=== design 1 ===
==> design_1/met3.png <==
Bar = 20 um. Cells faint in the background.
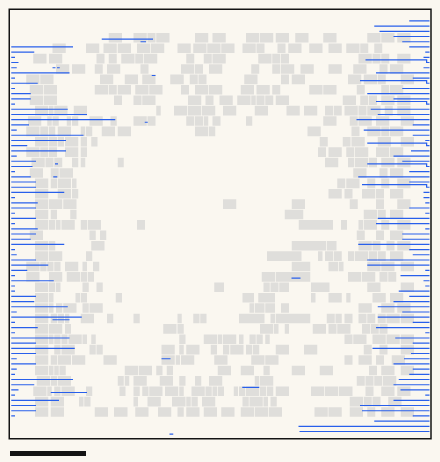

$ cat src/rtl/crane_mem_pkg.sv
// Shared types for the SRAM arbiter: port ids and the
// response-pipe entry carried alongside each access.
package crane_mem_pkg;

  localparam logic PORT_I = 1'b0;
  localparam logic PORT_D = 1'b1;

  typedef struct packed {
    logic valid;
    logic port;
    logic we;
  } rsp_ent_t;

  localparam rsp_ent_t RSP_IDLE = '{
    valid: 1'b0,
    port:  1'b0,
    we:    1'b0
  };

  function automatic rsp_ent_t rsp_ent(
    input logic port,
    input logic we
  );
    rsp_ent_t e;
    e.valid = 1'b1;
    e.port  = port;
    e.we    = we;
    return e;
  endfunction

endpackage

$ cat src/rtl/mem_rsp_pipe.sv
// Fixed-depth shift register that tracks who owns each
// outstanding SRAM access; cleared asynchronously.
module mem_rsp_pipe
  import crane_mem_pkg::*;
#(
  parameter int unsigned DEPTH = 1
)(
  input  logic     clk,
  input  logic     rst_n,
  input  rsp_ent_t i_ent,
  output rsp_ent_t o_ent
);

  rsp_ent_t r_stage [DEPTH];

  // Shift one stage per cycle; no stall path exists.
  always_ff @(posedge clk or negedge rst_n) begin
    if (!rst_n) begin
      for (int k = 0; k < DEPTH; k++) begin
        r_stage[k] <= RSP_IDLE;
      end
    end else begin
      r_stage[0] <= i_ent;
      for (int k = 1; k < DEPTH; k++) begin
        r_stage[k] <= r_stage[k-1];
      end
    end
  end

  assign o_ent = r_stage[DEPTH-1];

endmodule

$ cat src/rtl/mem_arbiter.sv
// Shares one single-port SRAM between fetch (I) and
// load/store (D): D priority with an I starvation guard.
module mem_arbiter
  import crane_mem_pkg::*;
#(
  parameter int unsigned AW         = 32,
  parameter int unsigned DW         = 32,
  parameter int unsigned RD_LAT     = 1,
  parameter int unsigned STARVE_MAX = 3
)(
  input  logic            clk,
  input  logic            rst_n,
  input  logic            i_req,
  input  logic [AW-1:0]   i_addr,
  output logic            i_gnt,
  output logic            i_rvalid,
  output logic [DW-1:0]   i_rdata,
  input  logic            d_req,
  input  logic            d_we,
  input  logic [DW/8-1:0] d_wmask,
  input  logic [AW-1:0]   d_addr,
  input  logic [DW-1:0]   d_wdata,
  output logic            d_gnt,
  output logic            d_rvalid,
  output logic [DW-1:0]   d_rdata,
  output logic            m_en,
  output logic            m_we,
  output logic [DW/8-1:0] m_wmask,
  output logic [AW-1:0]   m_addr,
  output logic [DW-1:0]   m_wdata,
  input  logic [DW-1:0]   m_rdata
);

  localparam int unsigned MW    = DW / 8;
  localparam int unsigned DEPTH =
    (RD_LAT < 1) ? 1 : RD_LAT;
  localparam int unsigned SW    =
    (STARVE_MAX < 1) ? 1 : $clog2(STARVE_MAX + 1);
  localparam logic [SW-1:0] STARVE_TOP =
    SW'(STARVE_MAX);

  logic [SW-1:0] r_starve;
  logic          w_starved;
  logic          w_i_win;
  logic          w_i_gnt;
  logic          w_d_gnt;
  rsp_ent_t      w_ent_in;
  rsp_ent_t      w_ent_out;

  assign w_starved = (r_starve == STARVE_TOP);

  // I wins alone, or when it has waited long enough.
  assign w_i_win = i_req & (~d_req | w_starved);

  // Grants are held off while reset is asserted so a
  // request can never be consumed during reset.
  assign w_i_gnt = rst_n & w_i_win;
  assign w_d_gnt = rst_n & d_req & ~w_i_win;

  assign i_gnt = w_i_gnt;
  assign d_gnt = w_d_gnt;

  // Count consecutive cycles an I request loses.
  always_ff @(posedge clk or negedge rst_n) begin
    if (!rst_n) begin
      r_starve <= '0;
    end else if (i_req & ~w_i_gnt) begin
      if (!w_starved) begin
        r_starve <= r_starve + 1'b1;
      end
    end else begin
      r_starve <= '0;
    end
  end

  // Drive the SRAM from whichever port holds the grant.
  always_comb begin
    m_en    = 1'b0;
    m_we    = 1'b0;
    m_wmask = '0;
    m_addr  = '0;
    m_wdata = '0;
    unique case (1'b1)
      w_i_gnt: begin
        m_en   = 1'b1;
        m_addr = i_addr;
      end
      w_d_gnt: begin
        m_en    = 1'b1;
        m_we    = d_we;
        m_wmask = d_wmask;
        m_addr  = d_addr;
        m_wdata = d_wdata;
      end
      default: begin
        m_en = 1'b0;
      end
    endcase
  end

  // Tag each granted access with its owner and kind.
  always_comb begin
    w_ent_in = RSP_IDLE;
    unique case (1'b1)
      w_i_gnt: w_ent_in = rsp_ent(PORT_I, 1'b0);
      w_d_gnt: w_ent_in = rsp_ent(PORT_D, d_we);
      default: w_ent_in = RSP_IDLE;
    endcase
  end

  mem_rsp_pipe #(
    .DEPTH (DEPTH)
  ) u_pipe (
    .clk   (clk),
    .rst_n (rst_n),
    .i_ent (w_ent_in),
    .o_ent (w_ent_out)
  );

  // Steer returning data; writes only acknowledge.
  always_comb begin
    i_rvalid = 1'b0;
    i_rdata  = '0;
    d_rvalid = 1'b0;
    d_rdata  = '0;
    if (w_ent_out.valid) begin
      if (w_ent_out.port == PORT_I) begin
        i_rvalid = 1'b1;
        i_rdata  = m_rdata;
      end else begin
        d_rvalid = 1'b1;
        if (!w_ent_out.we) begin
          d_rdata = m_rdata;
        end
      end
    end
  end

  logic [MW-1:0] w_mask_unused;
  assign w_mask_unused = d_wmask;

endmodule

$ cat config.mk
export PLATFORM = sky130hd
export DESIGN_NAME = mem_arbiter
export DESIGN_NICKNAME = d
export VERILOG_FILES = /design/src/rtl/crane_mem_pkg.sv /design/src/rtl/mem_rsp_pipe.sv /design/src/rtl/mem_arbiter.sv
export SDC_FILE = /design/constraint.sdc
export NUM_CORES = 1
export LEC_CHECK = 0
export ABC_AREA = 0
export ABC_CLOCK_PERIOD_IN_PS = 4200
export CAP_MARGIN = 15
export CORE_AREA = 4 4 106 108
export CTS_CLUSTER_DIAMETER = 30
export DETAILED_ROUTE_END_ITERATION = 16
export DIE_AREA = 0 0 110 112
export GPL_TIMING_DRIVEN = 0
export HOLD_SLACK_MARGIN = 0.12
export SLEW_MARGIN = 20
export SYNTH_ARGS = -nofsm -noshare
export SYNTH_HDL_FRONTEND = slang
export SYNTH_HIERARCHICAL = 1
export SYNTH_SLANG_ARGS = --single-unit
$ cat constraint.sdc
create_clock -name clk -period 4.2 [get_ports clk]
set_input_delay 0.63 -clock clk [delete_from_list [all_inputs] [get_ports clk]]
set_output_delay 0.63 -clock clk [all_outputs]
set_load 0.02 [all_outputs]
=== design 2 ===
File: config.mk
export PLATFORM = sky130hd
export DESIGN_NAME = ropuf_controller_flat
export DESIGN_NICKNAME = d
export VERILOG_FILES = /design/src/rtl/ropuf_pkg.sv /design/src/rtl/ropuf_controller_if.sv /design/src/rtl/ropuf_vote.sv /design/src/rtl/ropuf_controller.sv /design/src/flat_wrapper.sv
export SDC_FILE = /design/constraint.sdc
export NUM_CORES = 1
export LEC_CHECK = 0
export ABC_CLOCK_PERIOD_IN_PS = 3000
export CAP_MARGIN = 40
export CORE_MARGIN = 3
export CORE_UTILIZATION = 30
export CTS_BUF_LIST = sky130_fd_sc_hd__clkbuf_2 sky130_fd_sc_hd__clkbuf_4 sky130_fd_sc_hd__clkbuf_8
export DETAILED_ROUTE_END_ITERATION = 12
export GPL_TIMING_DRIVEN = 0
export PLACE_DENSITY_LB_ADDON = 0.15
export SETUP_SLACK_MARGIN = 0.5
export SYNTH_ARGS = -nofsm -noshare
export SYNTH_HDL_FRONTEND = slang
export SYNTH_SLANG_ARGS = --single-unit
File: constraint.sdc
create_clock -name clk -period 3 [get_ports clk]
set_clock_uncertainty 0.05 [all_clocks]
set_input_delay 0.3 -clock clk [delete_from_list [all_inputs] [get_ports clk]]
set_output_delay 0.3 -clock clk [all_outputs]
set_load 0.01 [all_outputs]
File: src/rtl/ropuf_pkg.sv
// Shared definitions for the ring-oscillator PUF response sequencer.
// Holds the state encoding, the window-count landmarks used by the
// controller, and the RO counter width seen by the comparator.
package ropuf_pkg;

  typedef enum logic [2:0] {
    S_IDLE,
    S_CLEAR,
    S_RUN,
    S_HOLD,
    S_NEXT,
    S_DONE
  } state_t;

  // Window count landmarks: RUN ends at RUN_END, the comparator window is
  // WIN_LO..WIN_HI and the comparator bit is taken at SAMPLE_AT.
  localparam logic [7:0] RUN_END   = 8'd244;
  localparam logic [7:0] WIN_LO    = 8'd245;
  localparam logic [7:0] SAMPLE_AT = 8'd248;
  localparam logic [7:0] WIN_HI    = 8'd250;

  // Width of each RO up/down counter behind the comparator.
  localparam int CNT_W = 16;

endpackage

File: src/rtl/ropuf_controller_if.sv
// Handshake and datapath bundle between the PUF sequencer and its
// surroundings (key path, RO pair mux, counters and comparator).
//   master : drives start, abort, cmp_bit; observes everything else
//   slave  : the sequencer; drives pair_sel, ro_en, cnt_clr, count,
//            busy, done, key, key_valid
interface ropuf_controller_if #(
  parameter int N_BITS = 64,
  parameter int SEL_W  = 6
);
  import ropuf_pkg::*;

  logic              start;
  logic              abort;
  logic              cmp_bit;
  logic [SEL_W-1:0]  pair_sel;
  logic              ro_en;
  logic              cnt_clr;
  logic [7:0]        count;
  logic              busy;
  logic              done;
  logic [N_BITS-1:0] key;
  logic              key_valid;

  modport master (
    output start, abort, cmp_bit,
    input  pair_sel, ro_en, cnt_clr, count, busy, done, key, key_valid
  );

  modport slave (
    input  start, abort, cmp_bit,
    output pair_sel, ro_en, cnt_clr, count, busy, done, key, key_valid
  );

endinterface

File: src/rtl/ropuf_vote.sv
// Per-pair majority voter: counts comparator ones over REPEAT evaluations
// and reports whether they form a strict majority.
//   clk, rst_n : clock, async active-low reset
//   clr        : synchronous clear of the ones count (has priority)
//   add        : accumulate bit_in this cycle
//   bit_in     : comparator bit
//   ones       : current ones count
//   maj        : ones > REPEAT/2
module ropuf_vote
  import ropuf_pkg::*;
#(
  parameter int REPEAT = 3
) (
  input  logic       clk,
  input  logic       rst_n,
  input  logic       clr,
  input  logic       add,
  input  logic       bit_in,
  output logic [2:0] ones,
  output logic       maj
);

  always_ff @(posedge clk or negedge rst_n) begin
    if (!rst_n) begin
      ones <= 3'd0;
    end else if (clr) begin
      ones <= 3'd0;
    end else if (add) begin
      ones <= ones + {2'b00, bit_in};
    end
  end

  assign maj = (ones > 3'(REPEAT / 2));

endmodule

File: src/rtl/ropuf_controller.sv
// Ring-oscillator PUF response sequencer. Walks every RO pair, runs REPEAT
// fixed-length evaluations per pair, majority-votes the comparator bit and
// assembles the N_BITS response word.
//   clk, rst_n : clock, async active-low reset
//   bus        : slave side of ropuf_controller_if (start/abort/cmp_bit in;
//                pair_sel/ro_en/cnt_clr/count/busy/done/key/key_valid out)
//
// state   | meaning
// --------+---------------------------------------------------------------
// S_IDLE  | waiting for start; oscillators off, count 0
// S_CLEAR | one cycle clearing both RO counters
// S_RUN   | oscillators enabled, count 0..244
// S_HOLD  | oscillators frozen, count 245..250, cmp_bit taken at 248
// S_NEXT  | one cycle writing the voted bit for the current pair
// S_DONE  | one-cycle done pulse, key_valid raised
module ropuf_controller
  import ropuf_pkg::*;
#(
  parameter int N_BITS = 64,
  parameter int SEL_W  = 6,
  parameter int REPEAT = 3
) (
  input  logic                clk,
  input  logic                rst_n,
  ropuf_controller_if.slave   bus
);

  if ((REPEAT % 2) == 0 || REPEAT < 1 || REPEAT > 7) begin : g_bad_repeat
    $error("ropuf_controller: REPEAT must be odd and within 1..7");
  end
  if (SEL_W < $clog2(N_BITS)) begin : g_bad_sel_w
    $error("ropuf_controller: SEL_W too narrow for N_BITS");
  end

  localparam logic [SEL_W-1:0] LAST_PAIR = SEL_W'(N_BITS - 1);
  localparam logic [2:0]       LAST_REP  = 3'(REPEAT - 1);

  state_t            state;
  logic [SEL_W-1:0]  pair_idx;
  logic [2:0]        rep_idx;
  logic [7:0]        count_q;
  logic              ro_en_q;
  logic              cnt_clr_q;
  logic              busy_q;
  logic              done_q;
  logic [N_BITS-1:0] key_q;
  logic              key_valid_q;

  logic              vote_clr;
  logic              vote_add;
  logic [2:0]        ones;
  logic              maj;

  // Ones are cleared on every accepted start and after each pair's bit is
  // written, so each pair starts its vote from zero.
  assign vote_clr = (state == S_IDLE && bus.start && !bus.abort) || (state == S_NEXT);
  assign vote_add = (state == S_HOLD) && (count_q == SAMPLE_AT) && !bus.abort;

  ropuf_vote #(
    .REPEAT (REPEAT)
  ) u_vote (
    .clk    (clk),
    .rst_n  (rst_n),
    .clr    (vote_clr),
    .add    (vote_add),
    .bit_in (bus.cmp_bit),
    .ones   (ones),
    .maj    (maj)
  );

  always_ff @(posedge clk or negedge rst_n) begin
    if (!rst_n) begin
      state       <= S_IDLE;
      pair_idx    <= '0;
      rep_idx     <= 3'd0;
      count_q     <= 8'd0;
      ro_en_q     <= 1'b0;
      cnt_clr_q   <= 1'b0;
      busy_q      <= 1'b0;
      done_q      <= 1'b0;
      key_q       <= '0;
      key_valid_q <= 1'b0;
    end else begin
      done_q    <= 1'b0;
      cnt_clr_q <= 1'b0;
      if (bus.abort) begin
        state       <= S_IDLE;
        rep_idx     <= 3'd0;
        count_q     <= 8'd0;
        ro_en_q     <= 1'b0;
        busy_q      <= 1'b0;
        key_valid_q <= 1'b0;
      end else begin
        case (state)
          S_IDLE: begin
            if (bus.start) begin
              state       <= S_CLEAR;
              pair_idx    <= '0;
              rep_idx     <= 3'd0;
              key_q       <= '0;
              key_valid_q <= 1'b0;
              busy_q      <= 1'b1;
              cnt_clr_q   <= 1'b1;
              count_q     <= 8'd0;
            end
          end
          S_CLEAR: begin
            state   <= S_RUN;
            ro_en_q <= 1'b1;
            count_q <= 8'd0;
          end
          S_RUN: begin
            count_q <= count_q + 8'd1;
            if (count_q == RUN_END) begin
              state   <= S_HOLD;
              ro_en_q <= 1'b0;
            end
          end
          S_HOLD: begin
            if (count_q == WIN_HI) begin
              count_q <= 8'd0;
              if (rep_idx < LAST_REP) begin
                rep_idx   <= rep_idx + 3'd1;
                state     <= S_CLEAR;
                cnt_clr_q <= 1'b1;
              end else begin
                state <= S_NEXT;
              end
            end else begin
              count_q <= count_q + 8'd1;
            end
          end
          S_NEXT: begin
            for (int i = 0; i < N_BITS; i++) begin
              if (pair_idx == SEL_W'(i)) key_q[i] <= maj;
            end
            rep_idx <= 3'd0;
            count_q <= 8'd0;
            if (pair_idx == LAST_PAIR) begin
              state       <= S_DONE;
              done_q      <= 1'b1;
              key_valid_q <= 1'b1;
            end else begin
              pair_idx  <= pair_idx + 1'b1;
              state     <= S_CLEAR;
              cnt_clr_q <= 1'b1;
            end
          end
          S_DONE: begin
            state  <= S_IDLE;
            busy_q <= 1'b0;
          end
          default: state <= S_IDLE;
        endcase
      end
    end
  end

  assign bus.pair_sel  = pair_idx;
  assign bus.ro_en     = ro_en_q;
  assign bus.cnt_clr   = cnt_clr_q;
  assign bus.count     = count_q;
  assign bus.busy      = busy_q;
  assign bus.done      = done_q;
  assign bus.key       = key_q;
  assign bus.key_valid = key_valid_q;

endmodule

File: src/flat_wrapper.sv
// flat-port wrapper written by rule: the top's interface ports become plain ports
module ropuf_controller_flat import ropuf_pkg::*;
#(
  parameter int N_BITS = 64,
  parameter int SEL_W  = 6,
  parameter int REPEAT = 3
)
  (clk, rst_n, bus_start, bus_abort, bus_cmp_bit, bus_pair_sel, bus_ro_en, bus_cnt_clr, bus_count, bus_busy, bus_done, bus_key, bus_key_valid);
  ropuf_controller_if #(.N_BITS(N_BITS), .SEL_W(SEL_W)) bus_i ();
  input  logic clk;
  input  logic rst_n;
  input wire logic [$bits(bus_i.start)-1:0] bus_start;
  input wire logic [$bits(bus_i.abort)-1:0] bus_abort;
  input wire logic [$bits(bus_i.cmp_bit)-1:0] bus_cmp_bit;
  output wire logic [$bits(bus_i.pair_sel)-1:0] bus_pair_sel;
  output wire logic [$bits(bus_i.ro_en)-1:0] bus_ro_en;
  output wire logic [$bits(bus_i.cnt_clr)-1:0] bus_cnt_clr;
  output wire logic [$bits(bus_i.count)-1:0] bus_count;
  output wire logic [$bits(bus_i.busy)-1:0] bus_busy;
  output wire logic [$bits(bus_i.done)-1:0] bus_done;
  output wire logic [$bits(bus_i.key)-1:0] bus_key;
  output wire logic [$bits(bus_i.key_valid)-1:0] bus_key_valid;
  assign bus_i.start = bus_start;
  assign bus_i.abort = bus_abort;
  assign bus_i.cmp_bit = bus_cmp_bit;
  assign bus_pair_sel = bus_i.pair_sel;
  assign bus_ro_en = bus_i.ro_en;
  assign bus_cnt_clr = bus_i.cnt_clr;
  assign bus_count = bus_i.count;
  assign bus_busy = bus_i.busy;
  assign bus_done = bus_i.done;
  assign bus_key = bus_i.key;
  assign bus_key_valid = bus_i.key_valid;
  ropuf_controller #(.N_BITS(N_BITS), .SEL_W(SEL_W), .REPEAT(REPEAT)) u_core (.clk(clk), .rst_n(rst_n), .bus(bus_i));
endmodule
=== design 3 ===
[config.mk]
export PLATFORM = sky130hd
export DESIGN_NAME = adder_arbiter
export DESIGN_NICKNAME = d
export VERILOG_FILES = /design/src/rtl/adder_arbiter.sv
export SDC_FILE = /design/constraint.sdc
export NUM_CORES = 1
export LEC_CHECK = 0
export ABC_AREA = 0
export CAP_MARGIN = 10
export CORE_AREA = 2 2 65 98
export DETAILED_ROUTE_END_ITERATION = 7
export DIE_AREA = 0 0 67 100
export GPL_ROUTABILITY_DRIVEN = 1
export PLACE_DENSITY = 0.72
export SLEW_MARGIN = 40
export SYNTH_ARGS = -nofsm -noshare
export SYNTH_HDL_FRONTEND = slang
export SYNTH_SLANG_ARGS = --single-unit
[constraint.sdc]
create_clock -name clk -period 2.31 [get_ports clk]
set_clock_uncertainty 0.15 [all_clocks]
set_input_delay 0.231 -clock clk [delete_from_list [all_inputs] [get_ports clk]]
set_output_delay 0.231 -clock clk [all_outputs]
set_load 0.005 [all_outputs]
[src/rtl/adder_arbiter.sv]
// Shares one signed W-bit adder among four requesters: grant, compute, hold result until ack.
// Build option ARB_ROUND_ROBIN_EN selects round-robin arbitration instead of fixed highest-index priority.
module adder_arbiter #(
    parameter int W = 8,
    parameter int N = 4
) (
    input  logic             clk,
    input  logic             rst_n,
    input  logic [N-1:0]     req,
    input  logic [N*W-1:0]   x_flat,
    input  logic [N*W-1:0]   y_flat,
    input  logic [N-1:0]     cin,
    input  logic             ack,
    output logic [N-1:0]     gnt,
    output logic             busy,
    output logic             done,
    output logic [1:0]       owner,
    output logic [W-1:0]     sum,
    output logic             carryout,
    output logic             overflow
);

    typedef enum logic [1:0] {
        IDLE = 2'd0,
        CALC = 2'd1,
        DONE = 2'd2
    } state_t;

    state_t       state, state_next;
    logic [W-1:0] x_q, y_q, x_next, y_next;
    logic         cin_q, cin_next;
    logic [N-1:0] gnt_next;
    logic         busy_next, done_next, carry_next, ovf_next;
    logic [1:0]   owner_next, win;
    logic [W-1:0] sum_next;
    logic [W:0]   add_full;

`ifdef ARB_ROUND_ROBIN_EN
    logic [1:0] ptr, ptr_next, idx;

    // Walk downward from the farthest offset so the nearest requester at/after ptr wins.
    always_comb begin
        win = '0;
        idx = '0;
        for (int k = N - 1; k >= 0; k--) begin
            idx = ptr + 2'(k);
            if (req[idx]) win = idx;
        end
    end
`else
    always_comb begin
        win = '0;
        for (int i = 0; i < N; i++) begin
            if (req[i]) win = 2'(i);
        end
    end
`endif

    assign add_full = {1'b0, x_q} + {1'b0, y_q} + {{W{1'b0}}, cin_q};

    always_comb begin
        state_next = state;
        gnt_next   = '0;
        busy_next  = busy;
        done_next  = done;
        owner_next = owner;
        x_next     = x_q;
        y_next     = y_q;
        cin_next   = cin_q;
        sum_next   = sum;
        carry_next = carryout;
        ovf_next   = overflow;
`ifdef ARB_ROUND_ROBIN_EN
        ptr_next   = ptr;
`endif
        case (state)
            IDLE: begin
                if (|req) begin
                    gnt_next   = N'(1) << win;
                    owner_next = win;
                    x_next     = x_flat[win*W +: W];
                    y_next     = y_flat[win*W +: W];
                    cin_next   = cin[win];
                    busy_next  = 1'b1;
                    state_next = CALC;
                end
            end
            CALC: begin
                sum_next   = add_full[W-1:0];
                carry_next = add_full[W];
                ovf_next   = (x_q[W-1] == y_q[W-1]) && (add_full[W-1] != x_q[W-1]);
                done_next  = 1'b1;
                state_next = DONE;
            end
            DONE: begin
                if (ack) begin
                    done_next  = 1'b0;
                    busy_next  = 1'b0;
                    state_next = IDLE;
`ifdef ARB_ROUND_ROBIN_EN
                    ptr_next   = owner + 2'd1;
`endif
                end
            end
            default: state_next = IDLE;
        endcase
    end

    always_ff @(posedge clk or negedge rst_n) begin
        if (!rst_n) begin
            state    <= IDLE;
            gnt      <= '0;
            busy     <= 1'b0;
            done     <= 1'b0;
            owner    <= '0;
            x_q      <= '0;
            y_q      <= '0;
            cin_q    <= 1'b0;
            sum      <= '0;
            carryout <= 1'b0;
            overflow <= 1'b0;
`ifdef ARB_ROUND_ROBIN_EN
            ptr      <= '0;
`endif
        end else begin
            state    <= state_next;
            gnt      <= gnt_next;
            busy     <= busy_next;
            done     <= done_next;
            owner    <= owner_next;
            x_q      <= x_next;
            y_q      <= y_next;
            cin_q    <= cin_next;
            sum      <= sum_next;
            carryout <= carry_next;
            overflow <= ovf_next;
`ifdef ARB_ROUND_ROBIN_EN
            ptr      <= ptr_next;
`endif
        end
    end

endmodule

==> design_2/zoom.png <==
Bar = 10 um. Window x 80 to 120, y 13 to 53 um. Cells in gray, sequential cells in the stronger gray; small squares are vias.
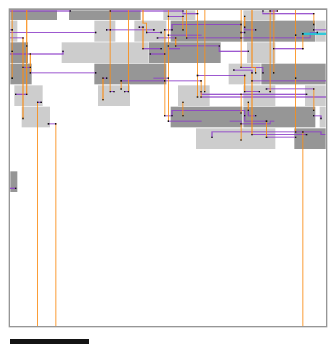
legend:
  met3:
    color: cyan
  met2:
    color: orange
  met1:
    color: purple
most frequent: dfrtp_1 (7), mux2_2 (5), clkdlybuf4s50_1 (4)
cells with their middle in the window: 19
netlist names of flops here include: u_core.bus.key (7)
sequential cells in the window: 7

==> design_2/met1.png <==
Bar = 50 um. Supply wires on this layer in gray.
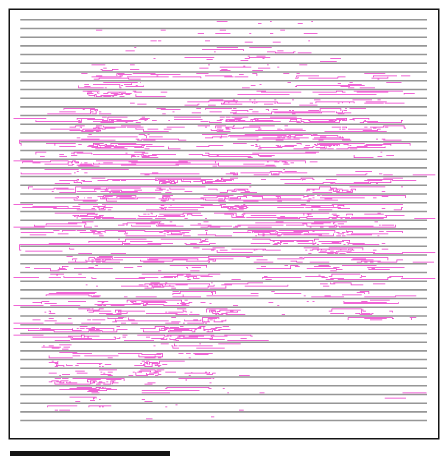
longest straight run: 40.5 um
nets with wire on the layer: 532
main direction: horizontal
wire length on this layer: 6360 um
share of all routed wire: 47%
GR Util met1: 0.215
Vias: 4083

==> Changelog: implementation, design 2 <==
### Physical design

* Simple-Gate Area Share at 0.155
* Worst EP arrival at 2350 ps
* Dpl cell area at 6040 um^2
* Logic Gate Count at 351
* Top logic family: AND-OR/OR-AND gates
* Floorplan utilization at 0.307
* First-pass GRT wire length at 22.3 mm
* Final hold violation count at 0
* Die W at 134 um
* Combinational Power Share at 0.108
* Outcome: completed
* Post-CTS Setup Inserts at 0
* Synth Net Count at 508
* Hpwl dp at 9.76 mm
* Worst-Margin Slew at 712 ps
[design 2: flip-flops by register name (all words and copies together) (netlist names)]
signal and flops:
u_core.bus.done 1, u_core.rep_idx 3, u_core.bus.key 64, u_core.bus.pair_sel 6, u_core.bus.count 8, u_core.bus.ro_en 1, u_core.bus.key_valid 1, u_core.state 3
u_core.bus.busy 1, u_core.bus.cnt_clr 1, u_core.u_vote.ones 3
[design 2: stage by stage]
| step | instances | util |
|---|---|---|
| finish | 812 | 0.393 |
| global route | 812 | 0.393 |
| CTS | 812 | 0.393 |
| detailed placement | 796 | 0.380 |
| global placement | 795 | 0.379 |
| floorplan | 493 | - |
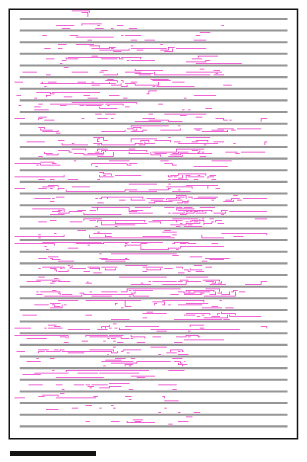
(design_3/met1.png)
Bar = 20 um. Supply wires on this layer in gray.
main direction: horizontal
nets with wire on the layer: 370
longest straight run: 20.7 um
wire length on this layer: 2070 um
Total Wirelength: 5.12 mm
GR Util met1: 0.204
Vias: 1981

==> design_3/gate_families.png <==
Bar = 20 um.
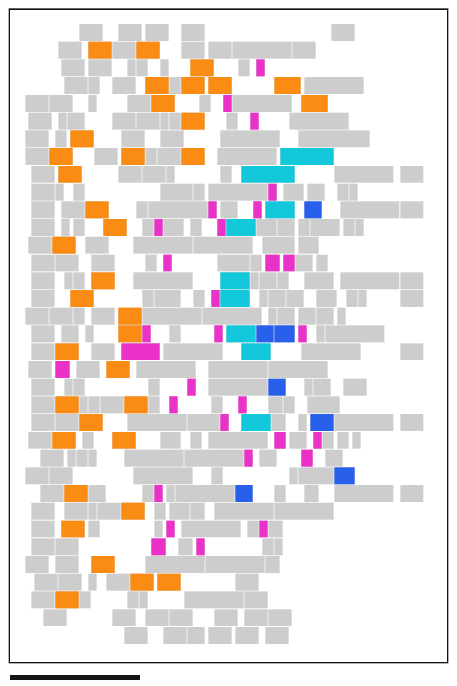
legend:
  NOR gates:
    color: magenta
    cells: 30
    most_used: nor2_1
  adder and majority cells:
    color: cyan
    cells: 9
    most_used: ha_1
    where: center
  multiplexers:
    color: orange
    cells: 36
    most_used: mux2i_1
  AND-OR and OR-AND gates:
    color: blue
    cells: 7
most used logic cell in the final layout: clkdlybuf4s50_1
combinational share of cell area: 0.357
Finished Layout Cells: 408

==> Changelog: implementation, design 3 <==
### Physical design

* Part of the power in the clock network at 0.146
* Worst r2r dst: sum[6]
* Min cycle time layout at 2200 ps
* # diodes at 0
* Seq/Total Area, Yosys at 0.416
* Synth cell count leaders: dfrtp_1, mux2i_1, nand2_1
* Synthesized area at 2230 um^2
* Utilization after layout at 0.568
* Biggest regs: sum: 8 flops, x_q: 8 flops, y_q: 8 flops
* Vias in the first global route at 1952
* Combinational Power Share at 0.547
* Crit path depth at 6
* Number of synthesized flops with an enable pin at 0
* Area added between synthesis and finish at 52.0%
* Outcome: completed
* Pre-CTS setup slack at -41.8 ps
* Reg2Reg Depth at 6
* Area fraction in mux cells at 0.163
* Mapped Avg Cell Area at 9.44 um^2
* Worst-Margin Slew at 554 ps
* Crit path kind: reg2reg
* Synth Net Count at 320
* Pwr/cell area at 1130 nW/um^2
* Top cells, area: dfrtp_1, mux2i_1, a21oi_1, o21ai_0, nand2_1
* Top logic family: AND-OR/OR-AND gates
-- design 3: cell type report --
type / instances / area, um^2 / area share
multi-input combinational: 178 / 1210 / 0.357
timing repair buffer: 104 / 1010 / 0.300
sequential: 37 / 926 / 0.274
tap: 74 / 92.6 / 0.0274
clock buffer: 5 / 68.8 / 0.0203
clock inverter: 3 / 46.3 / 0.0137
inverter: 7 / 26.3 / 0.00776
-- design 3: routing by layer --
layer  vias to the layer above  GRT usage  share of wire
met5                         -          0              0
met4                         0     0.0612          0.015
met3                         4     0.0247          0.042
met2                        64      0.287           0.54
met1                       888      0.204           0.40
li1                       1025          -              -
==> design_1/zoom.png <==
Bar = 10 um. Window x 62 to 102, y 8 to 48 um. Cells in gray, sequential cells in the stronger gray; small squares are vias.
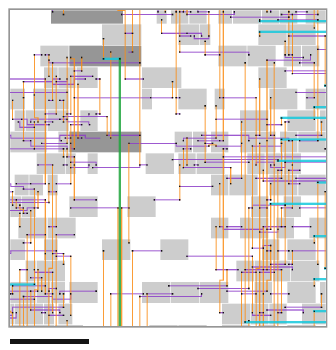
legend:
  met1:
    color: purple
  met4:
    color: green
  met3:
    color: cyan
  met2:
    color: orange
sequential cells in the window: 3
netlist names of flops here include: r_starve (2), u_pipe/o_ent (1)
most frequent: clkdlybuf4s50_1 (40), and2_1 (27)
cells with their middle in the window: 104

About design_1/met3.png:
wire length on this layer: 1230 um
share of all routed wire: 12%
Vias: 2794
met3 Use GR: 0.0504
Total Wirelength: 10.0 mm

==> Changelog: implementation, design 1 <==
### Physical design

* Worst-skew pair later-pin latency at 220 ps
* AO/OA Area Share at 0.142
* Finished Layout Cells at 664
* Synth Net Count at 387
* Final WS setup at 714 ps
* Worst EP required at 3570 ps
* Worst r2r src: r_starve[0]
* Crit. End Element: output pin
* TritonCTS clock tree: yes
* Dpl cell area at 4380 um^2
* Max_cap viols at 0
* Power in sequential cells at 54.5 uW
* H-Tree Level Count at 1
* Outcome: completed
* Worst EP arrival at 2860 ps
* Layout Nets at 666
* Overall global routing resource usage at 0.150
* Synthesized area at 1470 um^2
## design 1: synthesized netlist by cell type (all sizes together), types with 2 or more instances
library cell   n
nand3         32
nand2         33
o21ai         34
and2          65
dfrtp          5
nor2           4
clkbuf        15
and3          38
inv            2
buf           12
## design 1: metal layers
layer,up-vias,wire length [um]
met4,0,144
li1,1392,-
met1,1220,3320
met2,170,5330
met3,12,1230
met5,-,0
## design 1: worst max-delay path, cell delays in order
cell	delay [ps]
clkdlybuf4s50_1	800
buf_4	260
buf_2	230
nand2_1	80
o21ai_0	200
clkdlybuf4s50_1	650


==> screenshots <==
Routing congestion.
Plate I
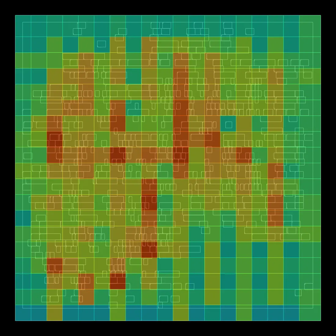
Plate II
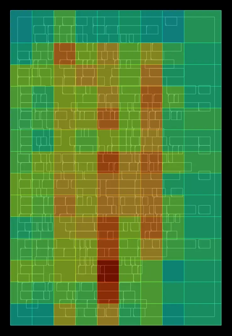
Plate III
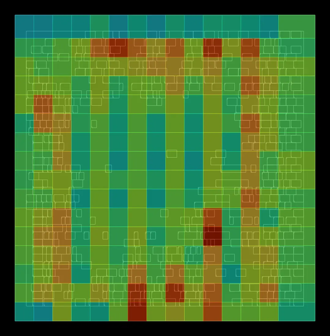
- least wire per cell: Plate II
- highest utilization: Plate II
Plate II -> design 3
Plate III -> design 1
Plate I -> design 2

No activity file was given, so power comes from the tool's default toggle rates.
